# rx_byte_fifo

**rx_byte_fifo: logic cells by family**

Drawn at 4 px/um.
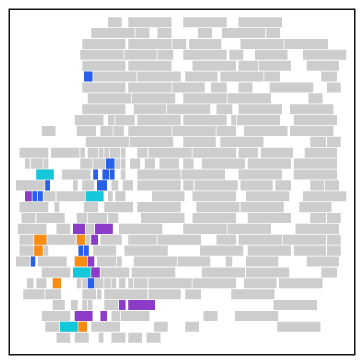

<file path="config.mk">
export PLATFORM = sky130hd
export DESIGN_NAME = rx_byte_fifo
export DESIGN_NICKNAME = d
export VERILOG_FILES = /design/src/rtl/rx_byte_fifo.sv
export SDC_FILE = /design/constraint.sdc
export NUM_CORES = 1
export LEC_CHECK = 0
export CAP_MARGIN = 20
export CORE_UTILIZATION = 55
export CTS_BUF_LIST = sky130_fd_sc_hd__clkbuf_8 sky130_fd_sc_hd__clkbuf_16
export DETAILED_ROUTE_END_ITERATION = 10
export HOLD_SLACK_MARGIN = 0.08
export PLACE_DENSITY = 0.86
export SKIP_LAST_GASP = 1
export SLEW_MARGIN = 40
export SYNTH_ARGS = -nofsm -noshare
export SYNTH_HDL_FRONTEND = slang
export SYNTH_SLANG_ARGS = --single-unit
</file>
<file path="constraint.sdc">
create_clock -name clk -period 4.4 [get_ports clk]
set_input_delay 1.1 -clock clk [delete_from_list [all_inputs] [get_ports clk]]
set_output_delay 1.1 -clock clk [all_outputs]
set_load 0.03 [all_outputs]
</file>
<file path="src/rtl/rx_byte_fifo.sv">
// Receive buffer behind the UART: captures each received byte with its error tags
// into a FWFT FIFO, acks the UART once per byte, and tracks dropped bytes.
module rx_byte_fifo #(
    parameter int DEPTH_LOG2 = 3
) (
    input  logic                  clk,
    input  logic                  reset,
    input  logic [7:0]            rxData,
    input  logic                  dataOutReadyFlag,
    input  logic                  frameErrorFlag,
    input  logic                  overrunErrorFlag,
    output logic                  ackFlags,
    output logic [7:0]            popData,
    output logic                  popFrameErr,
    output logic                  popOverrun,
    output logic                  popValid,
    input  logic                  popReady,
    input  logic                  flush,
    output logic [DEPTH_LOG2:0]   count,
    output logic                  overflowFlag,
    input  logic                  clearOverflow
);

    localparam int DEPTH = 1 << DEPTH_LOG2;
    localparam logic [DEPTH_LOG2:0]   FULL_COUNT = (DEPTH_LOG2 + 1)'(DEPTH);
    localparam logic [DEPTH_LOG2:0]   CNT_ONE    = (DEPTH_LOG2 + 1)'(1'b1);
    localparam logic [DEPTH_LOG2-1:0] PTR_ONE    = DEPTH_LOG2'(1'b1);

    typedef enum logic [1:0] {
        IDLE = 2'd0,
        ACK  = 2'd1,
        WAIT = 2'd2
    } cap_state_t;

    cap_state_t            state_r;
    logic                  ack_r;
    logic                  overflow_r;
    logic                  valid_r;
    logic [DEPTH_LOG2:0]   count_r;
    logic [DEPTH_LOG2-1:0] wr_ptr_r;
    logic [DEPTH_LOG2-1:0] rd_ptr_r;
    logic [9:0]            mem_r [DEPTH];

    logic                  capture_s;
    logic                  pop_s;
    logic                  push_s;
    logic                  drop_s;
    logic [DEPTH_LOG2:0]   count_next_s;
    logic [9:0]            head_s;

    // Capture/pop qualification and next occupancy; a full FIFO still accepts a push when a pop frees the slot
    always_comb begin
        capture_s    = 1'b0;
        pop_s        = 1'b0;
        push_s       = 1'b0;
        drop_s       = 1'b0;
        count_next_s = count_r;
        capture_s    = (state_r == IDLE) && (dataOutReadyFlag || frameErrorFlag);
        pop_s        = valid_r && popReady;
        push_s       = capture_s && ((count_r != FULL_COUNT) || pop_s);
        drop_s       = capture_s && !push_s;
        if (flush) begin
            count_next_s = '0;
        end else if (push_s && !pop_s) begin
            count_next_s = count_r + CNT_ONE;
        end else if (pop_s && !push_s) begin
            count_next_s = count_r - CNT_ONE;
        end else begin
            count_next_s = count_r;
        end
    end

    // Entry storage; a push coinciding with flush is discarded
    always_ff @(posedge clk) begin
        if (push_s && !flush && !reset) begin
            mem_r[wr_ptr_r] <= {overrunErrorFlag, frameErrorFlag, rxData};
        end
    end

    // Pointers, occupancy and the registered non-empty flag
    always_ff @(posedge clk) begin
        if (reset || flush) begin
            wr_ptr_r <= '0;
            rd_ptr_r <= '0;
            count_r  <= '0;
            valid_r  <= 1'b0;
        end else begin
            if (push_s) begin
                wr_ptr_r <= wr_ptr_r + PTR_ONE;
            end
            if (pop_s) begin
                rd_ptr_r <= rd_ptr_r + PTR_ONE;
            end
            count_r <= count_next_s;
            valid_r <= (count_next_s != '0);
        end
    end

    // Capture FSM: one ack per byte, then hold off until the UART drops its flags
    always_ff @(posedge clk) begin
        if (reset) begin
            state_r <= IDLE;
            ack_r   <= 1'b0;
        end else begin
            case (state_r)
                IDLE: begin
                    if (capture_s) begin
                        state_r <= ACK;
                        ack_r   <= 1'b1;
                    end else begin
                        ack_r   <= 1'b0;
                    end
                end
                ACK: begin
                    state_r <= WAIT;
                    ack_r   <= 1'b0;
                end
                WAIT: begin
                    ack_r <= 1'b0;
                    if (!dataOutReadyFlag && !frameErrorFlag) begin
                        state_r <= IDLE;
                    end
                end
                default: begin
                    state_r <= IDLE;
                    ack_r   <= 1'b0;
                end
            endcase
        end
    end

    // Sticky drop indicator; a new drop wins over a same-cycle clear
    always_ff @(posedge clk) begin
        if (reset) begin
            overflow_r <= 1'b0;
        end else if (drop_s) begin
            overflow_r <= 1'b1;
        end else if (clearOverflow) begin
            overflow_r <= 1'b0;
        end else begin
            overflow_r <= overflow_r;
        end
    end

    assign head_s       = mem_r[rd_ptr_r];
    assign popData      = head_s[7:0];
    assign popFrameErr  = head_s[8];
    assign popOverrun   = head_s[9];
    assign popValid     = valid_r;
    assign count        = count_r;
    assign ackFlags     = ack_r;
    assign overflowFlag = overflow_r;

endmodule
</file>
# jtag_user_dr_bridge

==> src/rtl/jtag_user_dr_bridge.sv <==
// USER data register in the tck domain: host DR frames push words into a
// first-word-fall-through FIFO, and each Capture-DR returns solver result/status.
module jtag_user_dr_bridge #(
  parameter int DATA_WIDTH   = 8,
  parameter int RESULT_WIDTH = 16,
  parameter int FIFO_DEPTH   = 16
) (
  input  logic                          tck,
  input  logic                          test_logic_reset,
  input  logic                          tdi,
  output logic                          tdo,
  input  logic                          ir_is_user,
  input  logic                          capture_dr,
  input  logic                          shift_dr,
  input  logic                          update_dr,
  output logic                          out_valid,
  output logic [DATA_WIDTH-1:0]         out_data,
  input  logic                          out_ready,
  input  logic                          result_valid,
  input  logic [RESULT_WIDTH-1:0]       result_data,
  output logic [$clog2(FIFO_DEPTH):0]   fifo_level,
  output logic                          overflow
);

  localparam int SR_W = (DATA_WIDTH + 1 > RESULT_WIDTH + 2) ? DATA_WIDTH + 1 : RESULT_WIDTH + 2;
  localparam int AW   = $clog2(FIFO_DEPTH);
  localparam int LW   = AW + 1;

  logic [SR_W-1:0]       sr;
  logic [SR_W-1:0]       cap_word;
  logic [DATA_WIDTH-1:0] mem [FIFO_DEPTH];
  logic [AW-1:0]         wptr;
  logic [AW-1:0]         rptr;
  logic [LW-1:0]         level;
  logic                  full;
  logic                  push_req;
  logic                  push_ok;
  logic                  pop;

  // Stream handshake: a word transfers on every cycle where out_valid and
  // out_ready are both high; out_valid/out_data hold while out_ready is low.
  assign full      = (level == LW'(FIFO_DEPTH));
  assign out_valid = (level != '0);
  assign out_data  = mem[rptr];
  assign pop       = out_valid & out_ready;
  assign push_req  = ir_is_user & update_dr & sr[DATA_WIDTH];
  // A full FIFO still accepts a push when the head leaves in the same cycle.
  assign push_ok   = push_req & (~full | pop);

  assign tdo        = ir_is_user ? sr[0] : tdi;
  assign fifo_level = level;

  always_comb begin
    cap_word = '0;
    cap_word[RESULT_WIDTH+1:0] = {overflow, result_valid, result_data};
  end

  always_ff @(posedge tck) begin
    if (test_logic_reset) begin
      sr <= '0;
    end else if (ir_is_user) begin
      if (capture_dr) begin
        sr <= cap_word;
      end else if (shift_dr) begin
        sr <= {tdi, sr[SR_W-1:1]};
      end
    end
  end

  // Storage needs no reset; pointers and level define what is valid.
  always_ff @(posedge tck) begin
    if (push_ok && !test_logic_reset) begin
      mem[wptr] <= sr[DATA_WIDTH-1:0];
    end
  end

  always_ff @(posedge tck) begin
    if (test_logic_reset) begin
      wptr     <= '0;
      rptr     <= '0;
      level    <= '0;
      overflow <= 1'b0;
    end else begin
      if (push_ok) begin
        wptr <= wptr + AW'(1);
      end
      if (pop) begin
        rptr <= rptr + AW'(1);
      end
      if (push_ok && !pop) begin
        level <= level + LW'(1);
      end else if (pop && !push_ok) begin
        level <= level - LW'(1);
      end
      if (push_req && full && !pop) begin
        overflow <= 1'b1;
      end
    end
  end

endmodule

==> config.mk <==
export PLATFORM = sky130hd
export DESIGN_NAME = jtag_user_dr_bridge
export DESIGN_NICKNAME = d
export VERILOG_FILES = /design/src/rtl/jtag_user_dr_bridge.sv
export SDC_FILE = /design/constraint.sdc
export NUM_CORES = 1
export LEC_CHECK = 0
export CAP_MARGIN = 20
export CORE_MARGIN = 2
export CORE_UTILIZATION = 38
export DETAILED_ROUTE_END_ITERATION = 16
export PLACE_DENSITY = 0.55
export SYNTH_ARGS = -nofsm -noshare
export SYNTH_HDL_FRONTEND = slang
export SYNTH_SLANG_ARGS = --single-unit
==> constraint.sdc <==
create_clock -name tck -period 3.4 [get_ports tck]
set_clock_uncertainty 0.1 [all_clocks]
set_input_delay 0.51 -clock tck [delete_from_list [all_inputs] [get_ports tck]]
set_output_delay 0.51 -clock tck [all_outputs]
set_load 0.02 [all_outputs]
# sad_min_select

[src/rtl/me_pkg.sv]
// Shared motion-estimator definitions: search FSM states and default geometry.
package me_pkg;

  localparam int unsigned DefaultDistW = 8;
  localparam int unsigned DefaultNumX  = 16;
  localparam int unsigned DefaultNumY  = 16;

  typedef enum logic [1:0] {
    StIdle,
    StSearch,
    StDone
  } me_state_e;

endpackage

[src/rtl/search_pos_counter.sv]
// Raster-order candidate position counter (x fastest, then y) with clear, enable
// and a flag marking the last position of the search window.
module search_pos_counter #(
  parameter int unsigned NumX = 16,
  parameter int unsigned NumY = 16,
  parameter int unsigned XW   = $clog2(NumX),
  parameter int unsigned YW   = $clog2(NumY)
) (
  input  logic          clk_i,
  input  logic          rst_ni,
  input  logic          clear_i,
  input  logic          en_i,
  output logic [XW-1:0] x_o,
  output logic [YW-1:0] y_o,
  output logic          last_o
);

  logic [XW-1:0] x_q, x_d;
  logic [YW-1:0] y_q, y_d;
  logic          last_x, last_y;

  assign last_x = (x_q == XW'(NumX - 1));
  assign last_y = (y_q == YW'(NumY - 1));

  // Next position: clear wins over advance; the window wraps back to (0,0).
  always_comb begin
    x_d = x_q;
    y_d = y_q;
    if (clear_i) begin
      x_d = '0;
      y_d = '0;
    end else if (en_i) begin
      if (last_x) begin
        x_d = '0;
        y_d = last_y ? '0 : y_q + YW'(1);
      end else begin
        x_d = x_q + XW'(1);
      end
    end
  end

  // Position registers.
  always_ff @(posedge clk_i or negedge rst_ni) begin
    if (!rst_ni) begin
      x_q <= '0;
      y_q <= '0;
    end else begin
      x_q <= x_d;
      y_q <= y_d;
    end
  end

  assign x_o    = x_q;
  assign y_o    = y_q;
  assign last_o = last_x & last_y;

endmodule

[src/rtl/sad_min_select.sv]
// Tracks the minimum distortion over one search window and reports it with the
// motion vector of the earliest candidate achieving it, plus a one-cycle done.
module sad_min_select
  import me_pkg::*;
#(
  parameter int unsigned DIST_W = DefaultDistW,
  parameter int unsigned NUM_X  = DefaultNumX,
  parameter int unsigned NUM_Y  = DefaultNumY,
  parameter int unsigned X_W    = $clog2(NUM_X),
  parameter int unsigned Y_W    = $clog2(NUM_Y)
) (
  input  logic              clock,
  input  logic              reset_n,
  input  logic              start,
  input  logic              dist_valid,
  input  logic [DIST_W-1:0] dist_in,
  output logic [DIST_W-1:0] best_dist,
  output logic [X_W-1:0]    motion_x,
  output logic [Y_W-1:0]    motion_y,
  output logic              busy,
  output logic              done
);

  me_state_e         state_q, state_d;
  logic              first_q, first_d;
  logic [DIST_W-1:0] best_q, best_d;
  logic [X_W-1:0]    mx_q, mx_d;
  logic [Y_W-1:0]    my_q, my_d;
  logic              busy_q, busy_d;
  logic              done_q, done_d;

  logic [X_W-1:0]    cand_x;
  logic [Y_W-1:0]    cand_y;
  logic              cand_last;
  logic              accept;
  logic              take;

  // A start cycle discards the sample so an abort restarts cleanly at (0,0).
  assign accept = (state_q == StSearch) & dist_valid & ~start;
  // Strict compare keeps the earlier candidate on ties.
  assign take   = accept & (first_q | (dist_in < best_q));

  search_pos_counter #(
    .NumX (NUM_X),
    .NumY (NUM_Y),
    .XW   (X_W),
    .YW   (Y_W)
  ) u_pos (
    .clk_i   (clock),
    .rst_ni  (reset_n),
    .clear_i (start),
    .en_i    (accept),
    .x_o     (cand_x),
    .y_o     (cand_y),
    .last_o  (cand_last)
  );

  // Next-state and next-output logic for the search FSM.
  always_comb begin
    state_d = state_q;
    first_d = first_q;
    best_d  = best_q;
    mx_d    = mx_q;
    my_d    = my_q;

    unique case (state_q)
      StIdle: begin
        if (start) state_d = StSearch;
      end
      StSearch: begin
        if (!start && accept && cand_last) state_d = StDone;
      end
      StDone: begin
        state_d = start ? StSearch : StIdle;
      end
      default: state_d = StIdle;
    endcase

    if (start) begin
      first_d = 1'b1;
    end else if (accept) begin
      first_d = 1'b0;
    end

    if (take) begin
      best_d = dist_in;
      mx_d   = cand_x;
      my_d   = cand_y;
    end

    busy_d = (state_d == StSearch);
    done_d = (state_d == StDone);
  end

  // State and registered outputs.
  always_ff @(posedge clock or negedge reset_n) begin
    if (!reset_n) begin
      state_q <= StIdle;
      first_q <= 1'b1;
      best_q  <= '0;
      mx_q    <= '0;
      my_q    <= '0;
      busy_q  <= 1'b0;
      done_q  <= 1'b0;
    end else begin
      state_q <= state_d;
      first_q <= first_d;
      best_q  <= best_d;
      mx_q    <= mx_d;
      my_q    <= my_d;
      busy_q  <= busy_d;
      done_q  <= done_d;
    end
  end

  assign best_dist = best_q;
  assign motion_x  = mx_q;
  assign motion_y  = my_q;
  assign busy      = busy_q;
  assign done      = done_q;

endmodule

[config.mk]
export PLATFORM = sky130hd
export DESIGN_NAME = sad_min_select
export DESIGN_NICKNAME = d
export VERILOG_FILES = /design/src/rtl/me_pkg.sv /design/src/rtl/search_pos_counter.sv /design/src/rtl/sad_min_select.sv
export SDC_FILE = /design/constraint.sdc
export NUM_CORES = 1
export LEC_CHECK = 0
export ABC_AREA = 1
export CAP_MARGIN = 30
export CORE_MARGIN = 2
export CORE_UTILIZATION = 40
export CTS_CLUSTER_DIAMETER = 30
export DETAILED_ROUTE_END_ITERATION = 6
export DONT_BUFFER_PORTS = 1
export HOLD_SLACK_MARGIN = 0.15
export PLACE_DENSITY = 0.54
export SLEW_MARGIN = 20
export SYNTH_ARGS = -nofsm -noshare
export SYNTH_HDL_FRONTEND = slang
export SYNTH_SLANG_ARGS = --single-unit
[constraint.sdc]
create_clock -name clock -period 2.7 [get_ports clock]
set_clock_uncertainty 0.15 [all_clocks]
set_input_delay 0.54 -clock clock [delete_from_list [all_inputs] [get_ports clock]]
set_output_delay 0.54 -clock clock [all_outputs]
set_load 0.05 [all_outputs]

==> layout pictures side by side <==
Routed clock nets over the placement.
(a)
Drawn at 6 px/um.
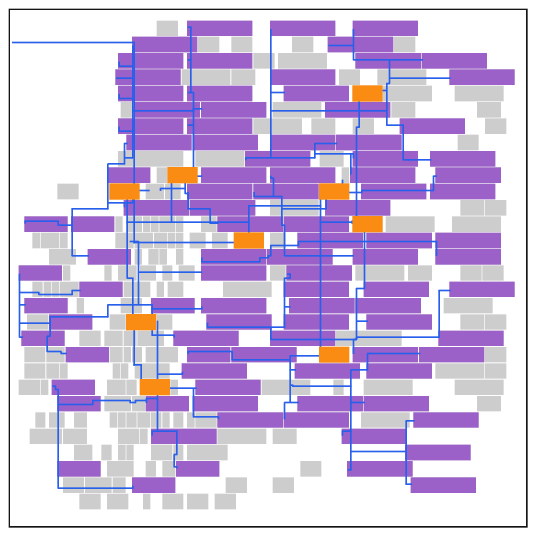
(b)
Drawn at 3 px/um.
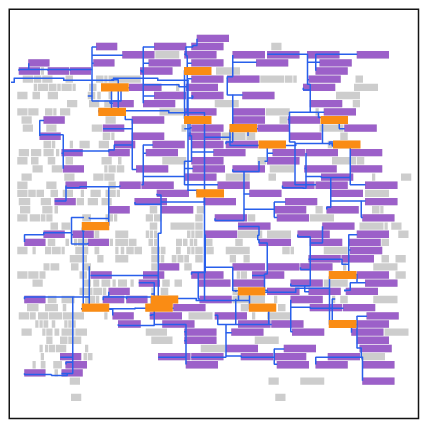
(c)
Drawn at 8 px/um.
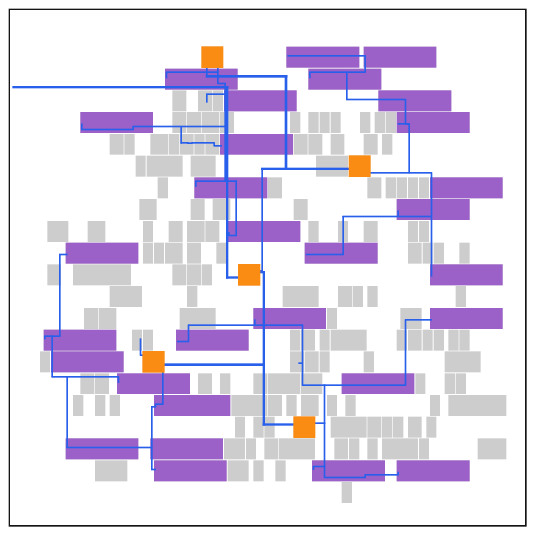
| from | picture |
|---|---|
| rx_byte_fifo | (a) |
| jtag_user_dr_bridge | (b) |
| sad_min_select | (c) |

**rx_byte_fifo: I/O pins on the die edge**

Drawn at 4 px/um. Pins as bars across the die edge, other pins in grey.
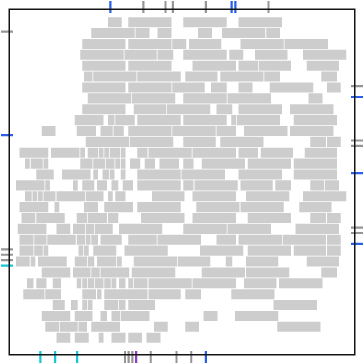
Blue stands for `rxData`, pins 8, direction input, edge 3 top, 3 right, 1 left, 1 bottom. Purple stands for `frameErrorFlag`, pins 1, direction input, edge bottom. Cyan stands for `count`, pins 4, direction output, edge 3 bottom, 1 left.
All pins by edge: 11 bottom, 8 top, 8 right, 6 left.

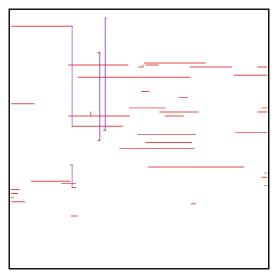
**Above:** rx_byte_fifo (metal layers overlaid).
Drawn at 3 px/um. Two of the layers only.
Purple stands for M4, wire length 107 um. Red stands for M3, wire length 356 um.

About 'logic cells by family' of rx_byte_fifo:
Blue stands for nand cells, cells 13, where left middle. Cyan stands for fa/ha/maj cells, cells 4. Orange stands for and/or cells, cells 6. Purple stands for aoi and oai cells, cells 10, where bottom left.

==> results.cfg, rx_byte_fifo <==
; synthesis and place-and-route metrics
[synth]
yosys_area_um2 = 3880
ys_cells = 215
yosysTopAreaCell = edfxtp_1
synth_xor_xnor_area_share_pct = 1.13
edf_count = 80
top_cell_area_share_pct = 61.9
syn_avg_cell_area_um2 = 18.1
ys_types = 39

[place]
pre_cts_ws_ns = 0.879
gp_congestion = 0.858

[power]
power.share.combinational_pct = 8.8
power.density_nw_per_um2 = 394
power_clock_uw = 616
p_seq_uw = 1030
swShare_pct = 21.9
largestPowerGroup = sequential cells

[final_timing]
setup_violations = 0
holdWs_ns = 0.489
finalMaxSlewViolations = 0
fmax_mhz = 279
fin_crit_sh_pct = 81.3
layout_setup_ws_ns = 0.822

[worst_setup_path]
max_stage_delay_ns = 0.59
reg2reg_depth = 7
startpoint_type = register
endpoint = popData[2]
cp.arrival_ns = 2.48

[routing]
via_per_inst = 5.49

[status]
outcome = finished, final reports clean

[global_route]
gr-usage-met3_pct = 4.91

[floorplan]
fp.dieW_um = 86.0

[clocking]
postCtsSetupRepairBufs = 0
## rx_byte_fifo: layout make-up
cell class / count / share of cell area (%)
clock buffer: 9 / 2.71
clock inverter: 7 / 2.05
inverter: 4 / 0.328
multi-input combinational: 104 / 23.1
sequential: 98 / 60.4
tap: 96 / 2.62
timing repair buffer: 43 / 8.80
## rx_byte_fifo: cell usage after synthesis, drive strengths merged, types with 4 or more instances
master / count
nand2: 8
clkbuf: 4
buf: 5
nor2: 19
edfxtp: 80
dfxtp: 18
ha: 4
mux2: 11
mux4: 20
inv: 4
nor3: 7
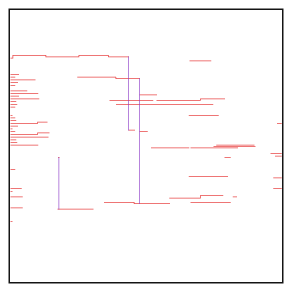
**Above:** jtag_user_dr_bridge (metal layers overlaid).
Drawn at 2 px/um. Two of the layers only.
Purple stands for M4, wire length 125 um. Red stands for M3, wire length 641 um.

==> results.cfg, jtag_user_dr_bridge <==
; synthesis and place-and-route metrics
[place]
dp_hpwl_mm = 8.50

[final_timing]
fin_crit_sh_pct = 93.7
finalMaxSlewViolations = 0
timing.final.hold_violations = 0
tightest_slew_ns = 0.818

[clocking]
cts_root_buffer = clkbuf_16
cts_sinks = 164
clk_latency_ns = 0.41
htreeDepth = 4

[layout]
largestClassByArea = registers
nMultiInputCombCells = 208
final_core_util_pct = 46.3
seq_cells = 164

[power]
power_uw = 5370
p_comb_uw = 1190
largestPowerGroup = sequential cells
power.share.combinational_pct = 22.2
power_frac_seq_pct = 43.6

[synth]
top_cell_area_share_pct = 58.1
synth.area.top_cells = edfxtp_1 (58%), dfxtp_1 (11%), mux4_2 (11%), mux2i_1 (3.0%), nor2_1 (2.7%)
yosysWarnings = 0
yosys_area_um2 = 6620
ys_cells = 401
common_cells = edfxtp_1 (128), nor2_1 (48), dfxtp_1 (36)
ys_ff = 164
netlist_area_um2 = 6620

[worst_setup_path]
reg2reg_depth = 9
critPathMaxFanout = 32
cp_slowest_cell = mux4_2
crit_chain = buf_12, mux4_2, a22oi_1, nand2_1, clkdlybuf4s50_1
required_ns = 2.79

[floorplan]
chipArea_um2 = 18500
fp.dieW_um = 136

[routing]
postRouteAntennaNets = 0
wl_mm = 13.1
drc = 0
drtIter0Drc = 221

[global_route]
gr-usage-met2_pct = 25.1
grt_pass1_vias = 3716
grt_start_max_net_pins = 37
grt.total_usage_pct = 15.5

[status]
outcome = finished, final reports clean

[hold_path]
hp-class = reg2reg
[jtag_user_dr_bridge: stage by stage]
step / setup slack (ns) / cell area [um2] / std cells / hold WS [ns]
detailed placement: 0.193 / 7380 / 666 / 0.396
global route: 0.110 / 7950 / 698 / 0.425
finish: 0.213 / 7950 / 698 / 0.402
CTS: 0.140 / 7950 / 698 / 0.404
global placement: 0.280 / 7380 / 666 / 0.392
floorplan: 0.677 / 6620 / 401 / 0.377
[jtag_user_dr_bridge: flip-flops by register name, summed over array words and instances, names as in the netlist, named ones only]
register    cells
wptr            4
fifo_level      5
overflow        1
mem           128
sr             18
rptr            4
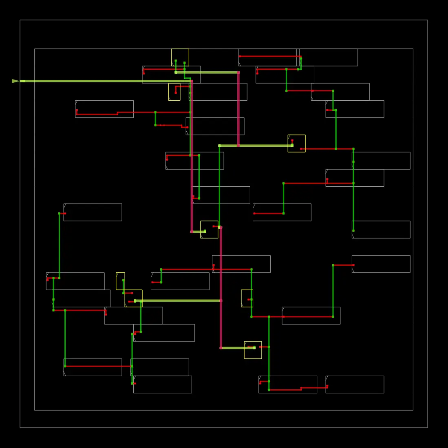
**Above:** sad_min_select (clock routing).
clock-net power: 258 uW
seq_cells: 29
clkbuf count: 6
clock sinks: 29
Latency at later pin: 0.33 ns

==> results.cfg, sad_min_select <==
; synthesis and place-and-route metrics
[status]
outcome = finished, final reports clean

[synth]
netlist_area_um2 = 1460
yosysTopAreaCell = dfrtp_1
synthTopLogicFamily = simple AND/OR/NAND/NOR gates
yosys.area_share.simple_pct = 28.0
compound_area_share_pct = 6.17
ys_types = 24
yosys_area_um2 = 1460
synth.most_common_cell = nand2_1

[worst_setup_path]
crit_top_cell = nand2_1
worstSetupPathType = reg2reg
cp.arrival_ns = 2.23
startpoint_type = register
max_stage_delay_ns = 0.66
cp-end-kind = register
r2r-end = best_dist[5]

[final_timing]
holdWs_ns = 0.194
finalMaxSlewViolations = 0
fin_crit_sh_pct = 80.2
setup_violations = 0

[routing]
dr.pass1.iters = 4
met1Wirelength_mm = 1.28
highest_layer = met4
via_per_inst = 5.02

[place]
portBuffers = 0
post_dp_cell_area_um2 = 1510
gp_congestion = 0.785

[clocking]
htreeDepth = 2
cts_tree = built

[layout]
buf_share_pct = 3.30
layout_top_cells = nand2_1 (47), dfrtp_1 (28), inv_1 (20), nand3_1 (20), ha_1 (9)
clock_cell_area_share_pct = 3.22

[floorplan]
core_um2 = 3420

[global_route]
gr-usage-met3_pct = 7.39
sad_min_select: worst max-delay path by stage:
stage                 startpoint           end  slack, ns  cells after the start
floorplan           best_dist[5]  best_dist[0]       0.72                     10
global placement    best_dist[3]  best_dist[5]       0.61                     12
finish              best_dist[3]  best_dist[5]       0.54                     10
global route        best_dist[3]   motion_x[3]       0.36                     12
CTS                 best_dist[3]  best_dist[5]       0.52                     10
detailed placement  best_dist[3]  best_dist[6]       0.54                     10
sad_min_select: power by group:
part           internal [uW]  switching (uW)  leakage, uW
clock network           99.1             159    0.0000320
logic                    100             190     0.000453
registers                496             191     0.000374
total                    695             540     0.000858

# writeback_arbiter

**writeback_arbiter: I/O pins on the die edge**

Drawn at 4 px/um. Pins as bars across the die edge, other pins in grey.
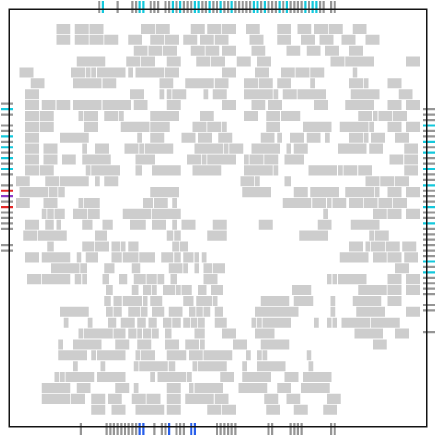
**writeback_arbiter: logic cells by family**

Drawn at 4 px/um.
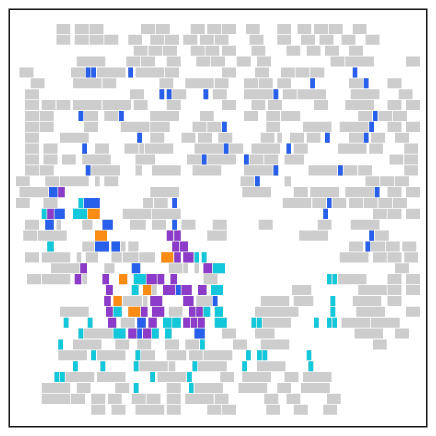
**writeback_arbiter: clock routing**

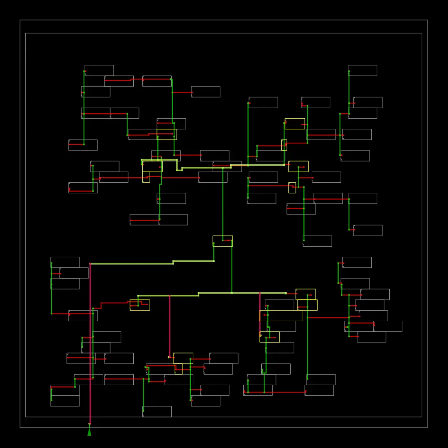
## config.mk

```make
export PLATFORM = sky130hd
export DESIGN_NAME = writeback_arbiter
export DESIGN_NICKNAME = d
export VERILOG_FILES = /design/src/rtl/writeback_arbiter.sv
export SDC_FILE = /design/constraint.sdc
export NUM_CORES = 1
export LEC_CHECK = 0
export ABC_AREA = 0
export CAP_MARGIN = 10
export CORE_UTILIZATION = 30
export DETAILED_ROUTE_END_ITERATION = 12
export SYNTH_ARGS = -nofsm -noshare
export SYNTH_HDL_FRONTEND = slang
export SYNTH_SLANG_ARGS = --single-unit
export TNS_END_PERCENT = 100
```

## constraint.sdc

```tcl
create_clock -name clock -period 3.7 [get_ports clock]
set_input_delay 0.925 -clock clock [delete_from_list [all_inputs] [get_ports clock]]
set_output_delay 0.925 -clock clock [all_outputs]
set_load 0.05 [all_outputs]
```

## src/rtl/writeback_arbiter.sv

```systemverilog
// Two-requester register-file writeback arbiter.
// Round-robin between ALU (A) and multdiv (B) with a registered one-cycle write port.
module writeback_arbiter (
   input  logic        clock,
   input  logic        reset,
   input  logic        stall,
   input  logic        a_valid,
   input  logic [4:0]  a_rd,
   input  logic [31:0] a_data,
   output logic        a_ready,
   input  logic        b_valid,
   input  logic [4:0]  b_rd,
   input  logic [31:0] b_data,
   output logic        b_ready,
   output logic        ctrl_writeEnable,
   output logic [4:0]  ctrl_writeReg,
   output logic [31:0] data_writeReg,
   output logic [31:0] we_onehot,
   output logic [1:0]  last_grant
);

   typedef enum logic [1:0] {
      IDLE    = 2'b00,
      GRANT_A = 2'b01,
      GRANT_B = 2'b10
   } state_t;

   state_t      state;
   logic        b_turn;
   logic        xfer;
   logic [4:0]  sel_rd;
   logic [31:0] sel_data;

   // B only wins a conflict right after A was served
   always_comb begin
      b_turn   = (state == GRANT_A);
      a_ready  = reset && !stall && a_valid && !(b_valid && b_turn);
      b_ready  = reset && !stall && b_valid && !(a_valid && !b_turn);
      xfer     = a_ready || b_ready;
      sel_rd   = a_ready ? a_rd : b_rd;
      sel_data = a_ready ? a_data : b_data;
   end

   always_ff @(posedge clock) begin
      if (!reset) begin
         state            <= IDLE;
         ctrl_writeEnable <= 1'b0;
         ctrl_writeReg    <= 5'd0;
         data_writeReg    <= 32'd0;
         we_onehot        <= 32'd0;
      end else begin
         ctrl_writeEnable <= xfer && (sel_rd != 5'd0);
         we_onehot        <= 32'd0;
         if (a_ready)
            state <= GRANT_A;
         else if (b_ready)
            state <= GRANT_B;
         // x0 writes are consumed but leave the write port untouched
         if (xfer && (sel_rd != 5'd0)) begin
            ctrl_writeReg <= sel_rd;
            data_writeReg <= sel_data;
            we_onehot     <= 32'd1 << sel_rd;
         end
      end
   end

   assign last_grant = state;

endmodule

```

==> results.cfg <==
; synthesis and place-and-route metrics
[routing]
met1Wirelength_mm = 3.88
drc = 0
wl_met3_um = 474

[final_timing]
timing.final.hold_violations = 0
tightest_slew_ns = 0.632
fin_tns_setup_ns = 0
fmax_mhz = 322

[status]
outcome = finished, final reports clean

[worst_setup_path]
critPathMaxFanout = 8
startpoint_type = input pin
required_ns = 2.77

[clocking]
cts_resized = 0
cts_buffers = 9

[global_route]
grt_pass1_vias = 2648
grt.total_usage_pct = 16.3

[layout]
fillCellCount = 958
clkbuf_count = 11
antenna_cells = 0
comb_area_um2 = 1450
layout_top_cells = clkdlybuf4s50_1 (150), dfxtp_1 (72), mux2i_1 (67)
clock_cell_area_share_pct = 3.82
buf_share_pct = 32.8

[power]
clkPwrFrac_pct = 32.1
largestPowerGroup = sequential cells
p_int_uw = 1320
power.share.combinational_pct = 23.1
p_seq_uw = 828
power_clock_uw = 592

[synth]
top_cell_area_share_pct = 46.2
mux_area_share_pct = 21.8
syn_avg_cell_area_um2 = 9.94

[place]
placed_cells = 586
About 'I/O pins on the die edge' of writeback_arbiter:
Red stands for `last_grant`, pins 2, direction output, edge left. Purple stands for `reset`, pins 1, direction input, edge left. Blue stands for `b_rd`, pins 5, direction input, edge bottom. Cyan stands for `b_data`, pins 32, direction input, edge 18 top, 9 right, 5 left.
All pins by edge: 56 top, 38 right, 35 bottom, 24 left.

About 'logic cells by family' of writeback_arbiter:
Orange stands for and/or cells, cells 7. Blue stands for nand cells, cells 47. Cyan stands for nor cells, cells 51. Purple stands for aoi and oai cells, cells 34.

About 'clock routing' of writeback_arbiter:
clock sinks: 72
clock skew: 0.00793 ns

[per-layer routing]
metal	up-vias	track usage [%]
li1	1401	-
met1	1287	20.8
met2	94	26.4
met3	8	4.14
met4	0	5.82
met5	-	0
[how the worst max path moves through the flow]
stage	startpoint	to	cells past startpoint	slack [ns]
6_report	reset	a_ready	5	0.59
5_1_grt	reset	a_ready	5	0.52
4_1_cts	reset	a_ready	5	0.59
3_5_place_dp	b_rd[4]	data_writeReg[25]	6	0.48
3_3_place_gp	b_rd[4]	data_writeReg[23]	6	0.57
2_1_floorplan	reset	b_ready	3	0.77

Power figures rest on the tool's default switching activity, not on a simulated workload.
